# block 1

`config.mk`:
```
export PLATFORM = sky130hd
export DESIGN_NAME = cv32e41s_div_iter
export DESIGN_NICKNAME = d
export VERILOG_FILES = /design/src/rtl/cv32e41s_div_iter.sv
export SDC_FILE = /design/constraint.sdc
export NUM_CORES = 1
export LEC_CHECK = 0
export ABC_CLOCK_PERIOD_IN_PS = 8420
export CORE_UTILIZATION = 44
export CTS_CLUSTER_DIAMETER = 50
export DETAILED_ROUTE_END_ITERATION = 7
export PLACE_DENSITY = 0.6
export SKIP_LAST_GASP = 1
export SLEW_MARGIN = 25
export SYNTH_ARGS = -nofsm -noshare
export SYNTH_HDL_FRONTEND = slang
export SYNTH_SLANG_ARGS = --single-unit
```
`constraint.sdc`:
```
create_clock -name clk -period 8.42 [get_ports clk]
set_clock_uncertainty 0.1 [all_clocks]
set_input_delay 1.684 -clock clk [delete_from_list [all_inputs] [get_ports clk]]
set_output_delay 1.684 -clock clk [all_outputs]
set_load 0.1 [all_outputs]
```
`src/rtl/cv32e41s_div_iter.sv`:
```
// cv32e41s_div_iter: iterative RV32M divider for DIV, DIVU, REM and REMU.
// Restoring shift-subtract retiring BITS_PER_CYCLE quotient bits per cycle.
// Ports: clk, rst (async, active-high).
//   Request: valid_i, ready_o, op_i, op_a_i, op_b_i.
//   Result:  valid_o, ready_i, result_o.
//   Control: kill_i flushes any operation; busy_o is high when not idle.
// op_i: 0 DIV, 1 DIVU, 2 REM, 3 REMU (bit0 = unsigned, bit1 = remainder).
module cv32e41s_div_iter #(
  parameter int DATA_W         = 32,
  parameter int BITS_PER_CYCLE = 1,
  parameter bit CONST_TIME     = 1'b1
) (
  input  logic              clk,
  input  logic              rst,
  input  logic              valid_i,
  output logic              ready_o,
  input  logic [1:0]        op_i,
  input  logic [DATA_W-1:0] op_a_i,
  input  logic [DATA_W-1:0] op_b_i,
  input  logic              kill_i,
  output logic              valid_o,
  input  logic              ready_i,
  output logic [DATA_W-1:0] result_o,
  output logic              busy_o
);

  localparam int NMAX = DATA_W / BITS_PER_CYCLE;
  localparam int CW   = $clog2(NMAX + 1);

  typedef enum logic [1:0] {IDLE, INIT, ITER, DONE} state_e;

  state_e            state, state_nx;
  logic [1:0]        op_q;
  logic [DATA_W-1:0] a_q, b_q;
  logic [DATA_W-1:0] quo, rem, dvs;
  logic [CW-1:0]     cnt;

  logic              sgn, neg_q, neg_r;
  logic              is_div0, is_ovf, skip;
  logic [DATA_W-1:0] a_abs, b_abs;
  logic [DATA_W-1:0] q_fix, r_fix, res;
  logic [DATA_W-1:0] r_nx, q_nx;
  logic              carry;
  logic [CW-1:0]     n_val;
  int                lz, n_int, sh;

  assign sgn     = ~op_q[0];
  assign neg_r   = sgn & a_q[DATA_W-1];
  assign neg_q   = sgn & (a_q[DATA_W-1] ^ b_q[DATA_W-1]);
  assign a_abs   = neg_r ? -a_q : a_q;
  assign b_abs   = (sgn & b_q[DATA_W-1]) ? -b_q : b_q;
  assign is_div0 = (b_q == '0);
  assign is_ovf  = sgn & (a_q == {1'b1, {(DATA_W-1){1'b0}}})
                 & (&b_q);

  // Iteration count; the dividend is pre-aligned so that
  // its significant bits are consumed first.
  always_comb begin
    lz = DATA_W;
    for (int i = 0; i < DATA_W; i++)
      if (a_abs[i]) lz = DATA_W - 1 - i;
    if (CONST_TIME)
      n_int = NMAX;
    else
      n_int = (DATA_W - lz + BITS_PER_CYCLE - 1) / BITS_PER_CYCLE;
    sh    = DATA_W - n_int * BITS_PER_CYCLE;
    n_val = CW'(n_int);
  end

  assign skip = !CONST_TIME && (is_div0 || is_ovf || (n_val == '0));

  // The shifted partial remainder is DATA_W+1 bits wide;
  // its top bit is kept separately in carry.
  always_comb begin
    r_nx  = rem;
    q_nx  = quo;
    carry = 1'b0;
    for (int k = 0; k < BITS_PER_CYCLE; k++) begin
      carry = r_nx[DATA_W-1];
      r_nx  = {r_nx[DATA_W-2:0], q_nx[DATA_W-1]};
      q_nx  = {q_nx[DATA_W-2:0], 1'b0};
      if (carry || (r_nx >= dvs)) begin
        r_nx    = r_nx - dvs;
        q_nx[0] = 1'b1;
      end
    end
  end

  always_ff @(posedge clk or posedge rst) begin
    if (rst) state <= IDLE;
    else     state <= state_nx;
  end

  always_comb begin
    state_nx = state;
    unique case (state)
      IDLE: if (valid_i && !kill_i) state_nx = INIT;
      INIT: begin
        if (kill_i)    state_nx = IDLE;
        else if (skip) state_nx = DONE;
        else           state_nx = ITER;
      end
      ITER: begin
        if (kill_i)             state_nx = IDLE;
        else if (cnt == CW'(1)) state_nx = DONE;
      end
      DONE: if (kill_i || ready_i) state_nx = IDLE;
    endcase
  end

  always_ff @(posedge clk or posedge rst) begin
    if (rst) begin
      op_q <= '0;
      a_q  <= '0;
      b_q  <= '0;
      quo  <= '0;
      rem  <= '0;
      dvs  <= '0;
      cnt  <= '0;
    end else begin
      unique case (state)
        IDLE: begin
          if (valid_i && !kill_i) begin
            op_q <= op_i;
            a_q  <= op_a_i;
            b_q  <= op_b_i;
          end
        end
        INIT: begin
          quo <= a_abs << sh;
          rem <= '0;
          dvs <= b_abs;
          cnt <= n_val;
        end
        ITER: begin
          quo <= q_nx;
          rem <= r_nx;
          cnt <= cnt - 1'b1;
        end
        default: ;
      endcase
    end
  end

  assign q_fix = neg_q ? -quo : quo;
  assign r_fix = neg_r ? -rem : rem;

  always_comb begin
    res = '0;
    if (op_q[1])
      res = is_div0 ? a_q : (is_ovf ? '0 : r_fix);
    else
      res = is_div0 ? '1 : (is_ovf ? a_q : q_fix);
  end

  assign ready_o  = (state == IDLE);
  assign busy_o   = (state != IDLE);
  assign valid_o  = (state == DONE);
  assign result_o = (state == DONE) ? res : '0;

  a_rdy: assert property (@(posedge clk) disable iff (rst)
    ready_o |-> !busy_o);
  a_vld: assert property (@(posedge clk) disable iff (rst)
    valid_o |-> (state == DONE));
  a_stb: assert property (@(posedge clk) disable iff (rst)
    (valid_o && !ready_i && !kill_i) |=> $stable(result_o));

endmodule

```
==> block_1/final_clocks.png <==
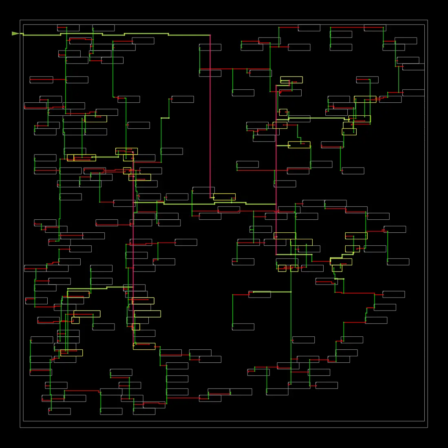
Clk power: 0.849 mW
TritonCTS buffer count: 17
Flops: 170

==> block_1/gate_families.png <==
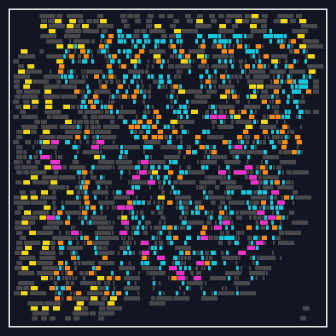
[cyan] inverting AOI/OAI gates | cells: 407 | most used: a21oi_1 | where: all over the die
[magenta] adder and majority cells | cells: 44 | most used: ha_1
[orange] XOR/XNOR gates | cells: 141 | most used: xnor2_1 | where: all over the die
[yellow] multiplexers | cells: 90 | most used: mux2_2 | where: all over the die
most common logic cell in the routed design: dfrtp_1
logic share of the area: 52.81%

==> block_1/port_nets.png <==
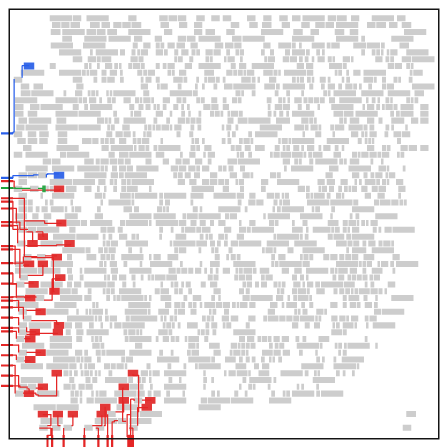
[green] ready_i | bits: 1 | direction: input | end cells: 1 | buffers: 1 | wire: 9.60 um
[red] op_b_i | bits: 32 | direction: input | end cells: 32 | buffers: 32 | wire: 566 um
[blue] op_i | bits: 2 | direction: input | end cells: 2 | buffers: 2 | wire: 48.7 um
Top Ports: 106
number of buffers added on ports: 105

==> impl_metrics.env <==
# yosys + openroad results
export IMPL_status="finished, final reports clean"
export IMPL_syn_inst=1476
export IMPL_end_kind="output pin"
export IMPL_num_antenna_cells=0
export IMPL_path_max_fanout=15
export IMPL_drt_pass1_iterations=5
export IMPL_dp_cells=1887
export IMPL_async_reset_ff_share_pct=100.0
export IMPL_warnings=33
export IMPL_drtAntennaViolNets=0
export IMPL_crit_family="simple AND/OR/NAND/NOR gates"
export IMPL_p_switching_mw=3.075
export IMPL_drt_iter0_markers=911
export IMPL_drv_slew=0
export IMPL_hold_viol=0
export IMPL_grt_busiest_layer="met1"
export IMPL_drc=0
export IMPL_yosys_area_sq_um=12500
export IMPL_area_growth_pct=15.53
export IMPL_comb_area_sq_um=7627
export IMPL_post_cts_buffers=0
export IMPL_min_path_type="flip-flop to flip-flop"
## worst paths after layout
check | start | end | slack (ps) | depth (start not counted)
min in group asynchronous | rst | dvs[10] | 1640 | 2
hold / removal | op_q[1] | op_q[1] | 420 | 1
max in group asynchronous | rst | dvs[28] | 5190 | 3
setup reg to reg | quo[31] | rem[31] | 4390 | 12
setup / recovery | b_q[6] | result_o[31] | 1760 | 9
hold reg to reg | op_q[1] | op_q[1] | 420 | 1
## flip-flops by register name, summed over array words and instances, names as in the netlist
name   count
cnt        6
rem       32
b_q       32
op_q       2
state      2
quo       32
dvs       32
a_q       32

# block 2

==> block_2/clock_map.png <==
Scale bar: 20 um.
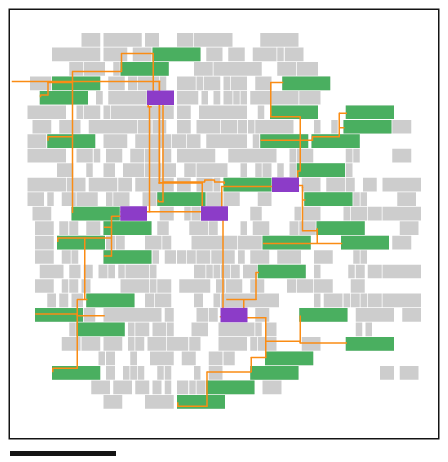
==> block_2/gate_families.png <==
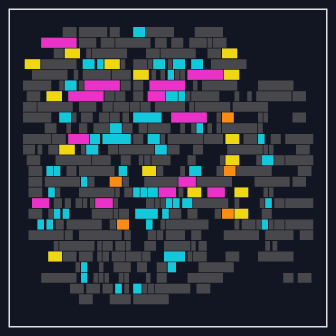
==> block_2/registers.png <==
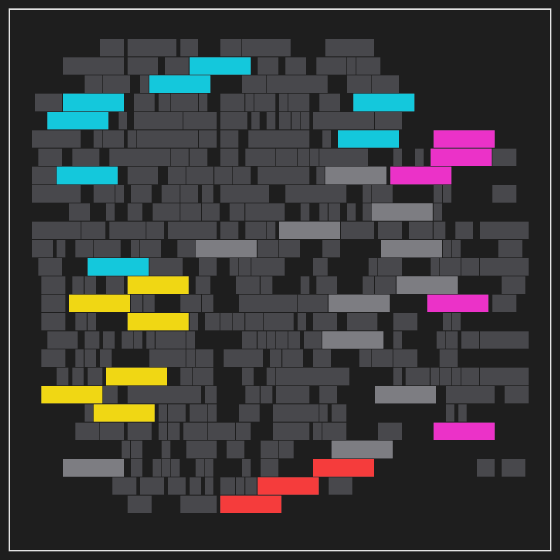
**src/rtl/sorted_insert_writer_pkg.sv**
```systemverilog
// Shared types for the sorted-RAM insert writer and binary-search reader.
// Table geometry, address/data types and insert FSM states.
package sorted_ram_pkg;

  localparam int DEPTH  = 32;
  localparam int DATA_W = 8;
  localparam int ADDR_W = 5;

  typedef logic [ADDR_W-1:0] addr_t;
  typedef logic [DATA_W-1:0] data_t;
  typedef logic [ADDR_W:0]   cnt_t;

  typedef enum logic [2:0] {
    S_IDLE,
    S_RD,
    S_CMP,
    S_PLACE,
    S_DONE
  } ins_state_t;

endpackage

```
**src/rtl/sorted_insert_writer_if.sv**
```systemverilog
// RAM port bundle: registered-read port plus single write port.
// The writer is master; the RAM (or its model) is slave.
interface sorted_insert_writer_if;
  import sorted_ram_pkg::*;

  addr_t rd_addr;
  data_t rd_data;
  logic  wren;
  addr_t wr_addr;
  data_t wr_data;

  modport master (
    output rd_addr, wren, wr_addr, wr_data,
    input  rd_data
  );

  modport slave (
    input  rd_addr, wren, wr_addr, wr_data,
    output rd_data
  );

endinterface

```
**src/rtl/sorted_insert_writer_ctrl.sv**
```systemverilog
// Insert sequencing FSM: accept, read/compare walk from the top, place.
// The datapath in the top decodes the state to drive registers and RAM.
module sorted_insert_ctrl
  import sorted_ram_pkg::*;
(
  input  logic       clk,
  input  logic       rst_n,
  input  logic       start,
  input  logic       clear,
  input  logic       full,
  input  logic       empty,
  input  logic       gt,
  input  logic       idx_zero,
  output ins_state_t state
);

  ins_state_t state_q, state_d;

  always_ff @(posedge clk or negedge rst_n) begin
    if (!rst_n) state_q <= S_IDLE;
    else        state_q <= state_d;
  end

  always_comb begin
    state_d = state_q;
    unique case (state_q)
      S_IDLE: begin
        if (!clear && start) begin
          if (full)       state_d = S_DONE;
          else if (empty) state_d = S_PLACE;
          else            state_d = S_RD;
        end
      end
      S_RD:    state_d = S_CMP;
      S_CMP: begin
        if (gt && !idx_zero) state_d = S_RD;
        else                 state_d = S_PLACE;
      end
      S_PLACE: state_d = S_DONE;
      S_DONE: begin
        if (!start) state_d = S_IDLE;
      end
      default: state_d = S_IDLE;
    endcase
  end

  assign state = state_q;

endmodule

```
**src/rtl/sorted_insert_writer.sv**
```systemverilog
// Sorted-table insert writer: shifts larger entries up one slot, then
// writes A into the gap. Holds the idx/pos/count/A datapath.
module sorted_insert_writer
  import sorted_ram_pkg::*;
(
  input  logic   clk,
  input  logic   reset,
  input  logic   start,
  input  logic   clear,
  input  data_t  A,
  sorted_insert_writer_if.master ram,
  output logic   busy,
  output logic   done,
  output logic   full,
  output logic   err_full,
  output addr_t  loc,
  output cnt_t   count
);

  ins_state_t state;

  addr_t idx_q, idx_d;
  addr_t pos_q, pos_d;
  addr_t loc_q, loc_d;
  cnt_t  count_q, count_d;
  data_t a_q, a_d;
  logic  err_q, err_d;

  logic  gt, shift, place;
  cnt_t  cnt_m1;

  assign gt     = ram.rd_data > a_q;
  assign cnt_m1 = count_q - cnt_t'(1);
  assign full   = count_q == cnt_t'(DEPTH);

  sorted_insert_ctrl u_ctrl (
    .clk      (clk),
    .rst_n    (reset),
    .start    (start),
    .clear    (clear),
    .full     (full),
    .empty    (count_q == '0),
    .gt       (gt),
    .idx_zero (idx_q == '0),
    .state    (state)
  );

  always_ff @(posedge clk or negedge reset) begin
    if (!reset) begin
      idx_q   <= '0;
      pos_q   <= '0;
      loc_q   <= '0;
      count_q <= '0;
      a_q     <= '0;
      err_q   <= 1'b0;
    end else begin
      idx_q   <= idx_d;
      pos_q   <= pos_d;
      loc_q   <= loc_d;
      count_q <= count_d;
      a_q     <= a_d;
      err_q   <= err_d;
    end
  end

  always_comb begin
    idx_d   = idx_q;
    pos_d   = pos_q;
    loc_d   = loc_q;
    count_d = count_q;
    a_d     = a_q;
    err_d   = err_q;
    unique case (state)
      S_IDLE: begin
        if (clear) begin
          count_d = '0;
        end else if (start) begin
          a_d = A;
          if (full)                err_d = 1'b1;
          else if (count_q == '0)  pos_d = '0;
          else                     idx_d = cnt_m1[ADDR_W-1:0];
        end
      end
      S_CMP: begin
        // Stop on first entry <= A so equal values stay below the new one
        if (gt) begin
          if (idx_q == '0) pos_d = '0;
          else             idx_d = idx_q - addr_t'(1);
        end else begin
          pos_d = idx_q + addr_t'(1);
        end
      end
      S_PLACE: begin
        loc_d   = pos_q;
        count_d = count_q + cnt_t'(1);
      end
      S_DONE: begin
        if (!start) err_d = 1'b0;
      end
      default: ;
    endcase
  end

  assign shift = (state == S_CMP) && gt;
  assign place = (state == S_PLACE);

  always_comb begin
    ram.rd_addr = idx_q;
    ram.wren    = 1'b0;
    ram.wr_addr = '0;
    ram.wr_data = '0;
    unique case (1'b1)
      shift: begin
        ram.wren    = 1'b1;
        ram.wr_addr = idx_q + addr_t'(1);
        ram.wr_data = ram.rd_data;
      end
      place: begin
        ram.wren    = 1'b1;
        ram.wr_addr = pos_q;
        ram.wr_data = a_q;
      end
      default: ;
    endcase
  end

  assign busy     = (state == S_RD) || (state == S_CMP) || (state == S_PLACE);
  assign done     = (state == S_DONE);
  assign err_full = err_q;
  assign loc      = loc_q;
  assign count    = count_q;

endmodule

```
**src/flat_wrapper.sv**
```systemverilog
// flat-port wrapper written by rule: the top's interface ports become plain ports
module sorted_insert_writer_flat import sorted_ram_pkg::*;
  (clk, reset, start, clear, A, busy, done, full, err_full, loc, count, ram_rd_addr, ram_wren, ram_wr_addr, ram_wr_data, ram_rd_data);
  sorted_insert_writer_if ram_i ();
  input  logic clk;
  input  logic reset;
  input  logic start;
  input  logic clear;
  input  data_t A;
  output logic busy;
  output logic done;
  output logic full;
  output logic err_full;
  output addr_t loc;
  output cnt_t count;
  output wire logic [$bits(ram_i.rd_addr)-1:0] ram_rd_addr;
  output wire logic [$bits(ram_i.wren)-1:0] ram_wren;
  output wire logic [$bits(ram_i.wr_addr)-1:0] ram_wr_addr;
  output wire logic [$bits(ram_i.wr_data)-1:0] ram_wr_data;
  input wire logic [$bits(ram_i.rd_data)-1:0] ram_rd_data;
  assign ram_rd_addr = ram_i.rd_addr;
  assign ram_wren = ram_i.wren;
  assign ram_wr_addr = ram_i.wr_addr;
  assign ram_wr_data = ram_i.wr_data;
  assign ram_i.rd_data = ram_rd_data;
  sorted_insert_writer u_core (.clk(clk), .reset(reset), .start(start), .clear(clear), .A(A), .ram(ram_i), .busy(busy), .done(done), .full(full), .err_full(err_full), .loc(loc), .count(count));
endmodule
```
**config.mk**
```make
export PLATFORM = sky130hd
export DESIGN_NAME = sorted_insert_writer_flat
export DESIGN_NICKNAME = d
export VERILOG_FILES = /design/src/rtl/sorted_insert_writer_pkg.sv /design/src/rtl/sorted_insert_writer_if.sv /design/src/rtl/sorted_insert_writer_ctrl.sv /design/src/rtl/sorted_insert_writer.sv /design/src/flat_wrapper.sv
export SDC_FILE = /design/constraint.sdc
export NUM_CORES = 1
export LEC_CHECK = 0
export CORE_MARGIN = 3
export CORE_UTILIZATION = 40
export CTS_CLUSTER_DIAMETER = 80
export DETAILED_ROUTE_END_ITERATION = 10
export MAX_ROUTING_LAYER = met4
export PLACE_DENSITY = 0.69
export SLEW_MARGIN = 0
export SYNTH_ARGS = -nofsm -noshare
export SYNTH_HDL_FRONTEND = slang
export SYNTH_HIERARCHICAL = 1
export SYNTH_SLANG_ARGS = --single-unit
```
**constraint.sdc**
```tcl
create_clock -name clk -period 2.75 [get_ports clk]
set_input_delay 0.4125 -clock clk [delete_from_list [all_inputs] [get_ports clk]]
set_output_delay 0.4125 -clock clk [all_outputs]
set_load 0.05 [all_outputs]
```
==> impl_metrics.env <==
# yosys + openroad results
export IMPL_dominant_cells="logic gates"
export IMPL_drtAntennaViolNets=0
export IMPL_crit_family="buffers and inverters"
export IMPL_largest_reg_flops=8
export IMPL_fin_crit_ps=2654
export IMPL_grtUsageMet3_pct=3.363
export IMPL_seq_power_share_pct=21.7
export IMPL_async_reset_ff_share_pct=100.0
export IMPL_antenna_found_initial=0
export IMPL_ys_seq_share_pct=37.29
export IMPL_cts_tree="yes"
export IMPL_core_area_sq_um=5238
export IMPL_path_cells="clkdlybuf4s50_1 > ha_1 > nand4_4 > a21o_1 > a211oi_4 > buf_6 > nand2_1 > o21ai_2 > clkbuf_16"
export IMPL_clk_share_pct=3.966
export IMPL_crit_slowest_cell="clkdlybuf4s50_1"
export IMPL_min_path_type="flip-flop to flip-flop"
export IMPL_design_seq_count=33
export IMPL_preCtsSetupSlack_ps=-99.84
export IMPL_fp_util_pct=42.28
export IMPL_grt_first_pass_wirelength_um=9101
export IMPL_gp_congestion=0.8321
export IMPL_fin_tns_setup_ps=0
export IMPL_rows=26
export IMPL_wl_met1_um=2460
export IMPL_syn_inst=243
export IMPL_startpoint_type="input pin"
export IMPL_yosys_area_sq_um=2215
export IMPL_slew_limit_headroom_pct=66.03
export IMPL_hold_buffers=0
export IMPL_status="finished, final reports clean"
export IMPL_synthTopLogicFamily="simple AND/OR/NAND/NOR gates"
export IMPL_inv_count=16
export IMPL_die_y_um=80.41
export IMPL_dp_hpwl_um=3825
export IMPL_logic_gate_count=183
export IMPL_end_kind="output pin"
export IMPL_hp_start="u_core/loc[0]"
export IMPL_skew_ps=7.900
export IMPL_ys_sh_adder_pct=7.345
## Picture notes: block_2/clock_map.png
[purple] cells driving clock nets | count: 5
[green] flip-flops | count: 33
[orange] clock wires | length: 465 um
flops lie: all over the die

## Picture notes: block_2/gate_families.png
[magenta] adder and majority cells | cells: 13
[orange] XOR/XNOR gates | cells: 5 | most used: xor2_1
[cyan] inverting AOI/OAI gates | cells: 48 | most used: a21oi_1
[yellow] multiplexers | cells: 15 | most used: mux2_2
most common logic cell in the routed design: nand2_1
final cell count without fillers: 389
logic share of the area: 41.29%

## Picture notes: block_2/registers.png
[magenta] u_core/loc | placed flops: 5
[red] u_core/u_ctrl/state | placed flops: 3
[cyan] u_core/a_q | placed flops: 8
[yellow] u_core/count | placed flops: 6
not coloured: 11
Core Util, Final: 64.45%
fraction of area in registers: 24.46%
Power Sequential: 0.981 mW
register area: 825.8 sq um

## worst max path at each step
stage                    from        endpoint  slack, ps  cells after the start
5_1_grt         u_core/a_q[1]  ram_wr_data[4]         -5                     10
3_3_place_gp   ram_rd_data[1]  ram_wr_data[0]       -100                     10
6_report       ram_rd_data[4]  ram_wr_data[6]        100                      9
4_1_cts        ram_rd_data[2]  ram_wr_data[6]         10                      9
2_1_floorplan  ram_rd_data[1]  ram_wr_addr[2]       -280                      7
3_5_place_dp   ram_rd_data[1]  ram_wr_data[0]       -100                     10

# block 3

`src/rtl/tt_sweep_checker_pkg.sv`:
```
// Shared FSM encodings and hold-counter width helper for the truth-table sweeper.
package tt_sweep_checker_pkg;

  typedef enum logic [1:0] {
    TT_IDLE  = 2'd0,
    TT_DRIVE = 2'd1,
    TT_DONE  = 2'd2
  } tt_state_e;

  // A hold of one clock still needs a 1-bit counter so the port widths stay legal.
  function automatic int hold_cnt_w(input int hold_cycles);
    return (hold_cycles <= 1) ? 1 : $clog2(hold_cycles);
  endfunction

endpackage

```
`src/rtl/tt_sweep_checker_hold_counter.sv`:
```
// Modulo-HOLD_CYCLES counter; last_o is high combinationally while the count sits on HOLD_CYCLES-1.
// Latency: count updates one clock after en_i; no backpressure, clr_i overrides en_i.
module tt_hold_counter
  import tt_sweep_checker_pkg::*;
#(
  parameter int HOLD_CYCLES = 20,
  parameter int CNT_W       = hold_cnt_w(HOLD_CYCLES)
) (
  input  logic clk_i,
  input  logic rst_i,
  input  logic clr_i,
  input  logic en_i,
  output logic last_o
);

  localparam logic [CNT_W-1:0] LAST = CNT_W'(HOLD_CYCLES - 1);

  logic [CNT_W-1:0] cnt_q;
  logic [CNT_W-1:0] cnt_d;

  assign last_o = (cnt_q == LAST);

  always_comb begin
    cnt_d = cnt_q;
    if (clr_i) begin
      cnt_d = '0;
    end else if (en_i) begin
      cnt_d = last_o ? '0 : cnt_q + 1'b1;
    end
  end

  always_ff @(posedge clk_i) begin
    if (rst_i) begin
      cnt_q <= '0;
    end else begin
      cnt_q <= cnt_d;
    end
  end

endmodule

```
`config.mk`:
```
export PLATFORM = sky130hd
export DESIGN_NAME = tt_hold_counter
export DESIGN_NICKNAME = d
export VERILOG_FILES = /design/src/rtl/tt_sweep_checker_pkg.sv /design/src/rtl/tt_sweep_checker_hold_counter.sv
export SDC_FILE = /design/constraint.sdc
export NUM_CORES = 1
export LEC_CHECK = 0
export CAP_MARGIN = 20
export CORE_AREA = 2 2 39 41
export CTS_CLUSTER_DIAMETER = 150
export DETAILED_ROUTE_END_ITERATION = 16
export DIE_AREA = 0 0 41 43
export GPL_TIMING_DRIVEN = 0
export PLACE_DENSITY = 0.4
export SLEW_MARGIN = 0
export SYNTH_ARGS = -nofsm -noshare
export SYNTH_HDL_FRONTEND = slang
export SYNTH_SLANG_ARGS = --single-unit
```
`constraint.sdc`:
```
create_clock -name clk_i -period 1.29 [get_ports clk_i]
set_input_delay 0.1935 -clock clk_i [delete_from_list [all_inputs] [get_ports clk_i]]
set_output_delay 0.1935 -clock clk_i [all_outputs]
set_load 0.03 [all_outputs]
```
==> block_3/gate_families.png <==
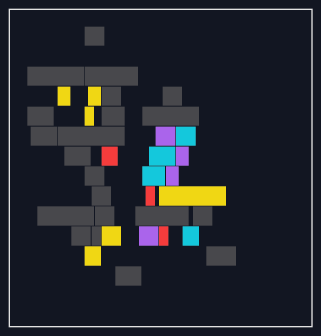
[red] NAND gates | cells: 3 | most used: nand2_1
[purple] inverting AOI/OAI gates | cells: 4 | most used: o21ai_0 | where: centre
[cyan] AND and OR gates | cells: 4 | where: centre
[yellow] NOR gates | cells: 6 | most used: nor3_1
final cell count without fillers: 54
logic share of the area: 44.16%
most common logic cell in the routed design: buf_4

==> block_3/clock_map.png <==
Scale bar: 10 um.
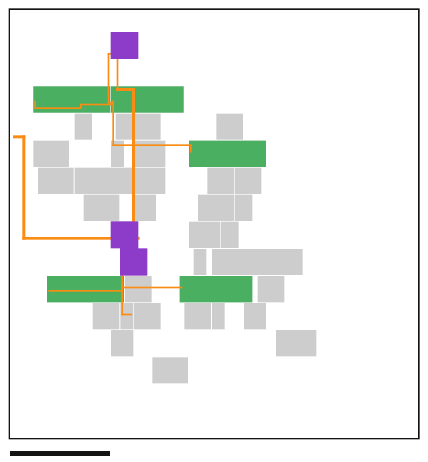
[green] flip-flops | count: 5
[purple] cells driving clock nets | count: 3
[orange] clock wires | length: 93.9 um
routed clock nets: 4
clock power share: 49.9%
clk latency of the worst-skew pair: 240 ps
clk_skew: 3.321 ps
Clk power: 0.184 mW

==> impl_metrics.env <==
# yosys + openroad results
export IMPL_post_cts_buffers=4
export IMPL_ys_sh_adder_pct=4.762
export IMPL_crit_family="flip-flops"
export IMPL_design_seq_count=5
export IMPL_timing_final_crit_share_pct=102.0
export IMPL_finalWorstSetupSlack_ps=-25.59
export IMPL_inv_count=0
export IMPL_critPathRequiredTime_ps=1100
export IMPL_rows=14
export IMPL_fin_tns_setup_ps=-25.59
export IMPL_wirelength_um=530
export IMPL_h_tree_depth=1
export IMPL_area_sequential_sq_um=103.9
export IMPL_clkbuf_count=4
export IMPL_synthTopLogicFamily="simple AND/OR/NAND/NOR gates"
export IMPL_violations="setup timing"
export IMPL_setup_viol=1
export IMPL_status="complete, but fails checks"
export IMPL_powerDensity_nw_per_um2=931.4
export IMPL_comb_area_sq_um=175.2
export IMPL_crit_slowest_cell="dfxtp_2"
export IMPL_logic_gate_count=21
==> block_3/port_nets.png <==
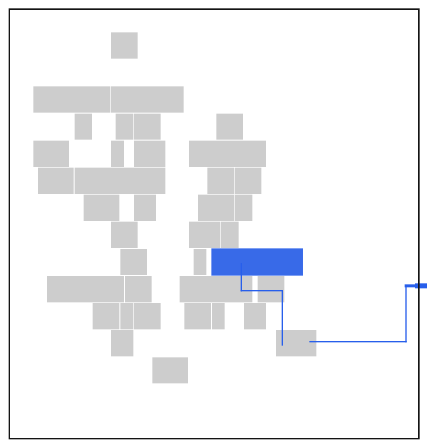
[blue] last_o | bits: 1 | direction: output | end cells: 1 | buffers: 1 | wire: 28.4 um
Top Ports: 5
number of buffers added on ports: 4

==> metrics by stage <==
step / util (%) / hold slack (ps) / instance area (sq um) / std cells / setup slack (ps)
3_3_place_gp: 24.41 / 511.8 / 337.8 / 46 / -357.1
5_1_grt: 28.66 / 569.8 / 396.6 / 54 / -72.48
6_report: 28.66 / 502.7 / 396.6 / 54 / -25.59
2_1_floorplan: - / 262.9 / 277.8 / 26 / -33.84
4_1_cts: 28.30 / 522.3 / 391.6 / 54 / -33.59
3_5_place_dp: 24.41 / 512.9 / 337.8 / 46 / -360.4


==> gallery <==
Placement by cell class.
shot_01.png
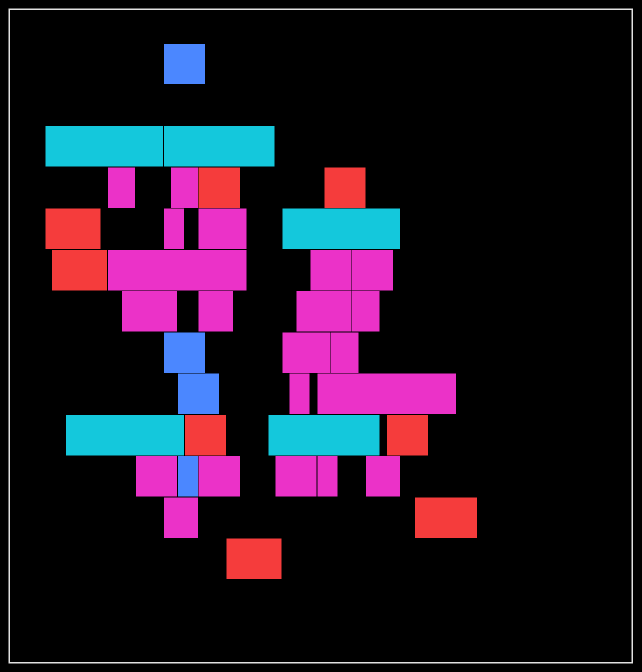
shot_02.png
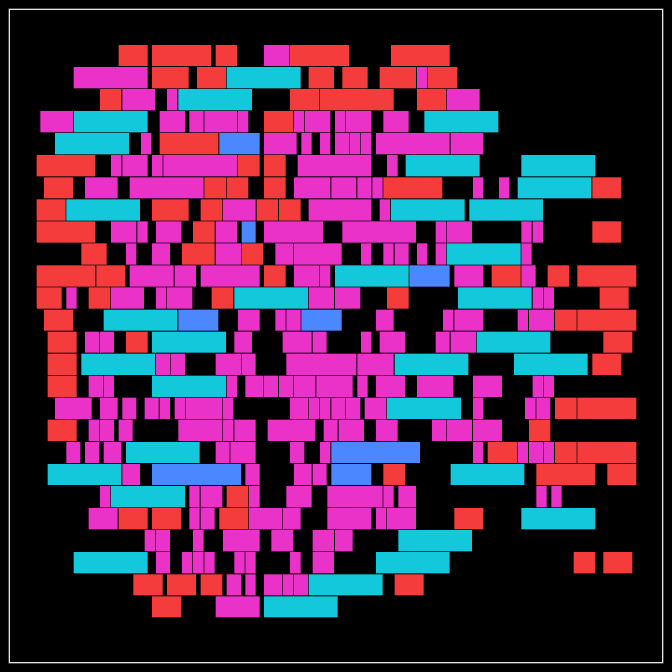
shot_03.png
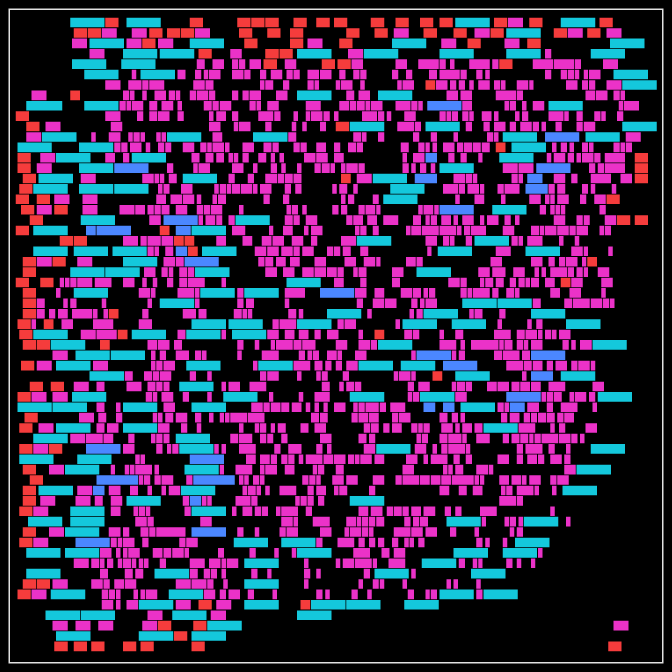
block 1: shot_03.png
block 3: shot_01.png
block 2: shot_02.png
- most cells: shot_03.png

Key to shot_02.png:
[red] other buffers and delay cells | cells: 79 | share of their area: 27%
[blue] clock drivers and dummy loads | cells: 8 | share of their area: 4.1%
[magenta] all other logic | cells: 199 | share of their area: 44%
[cyan] flops | cells: 33 | share of their area: 25%

No activity file was given, so power comes from the tool's default toggle rates.
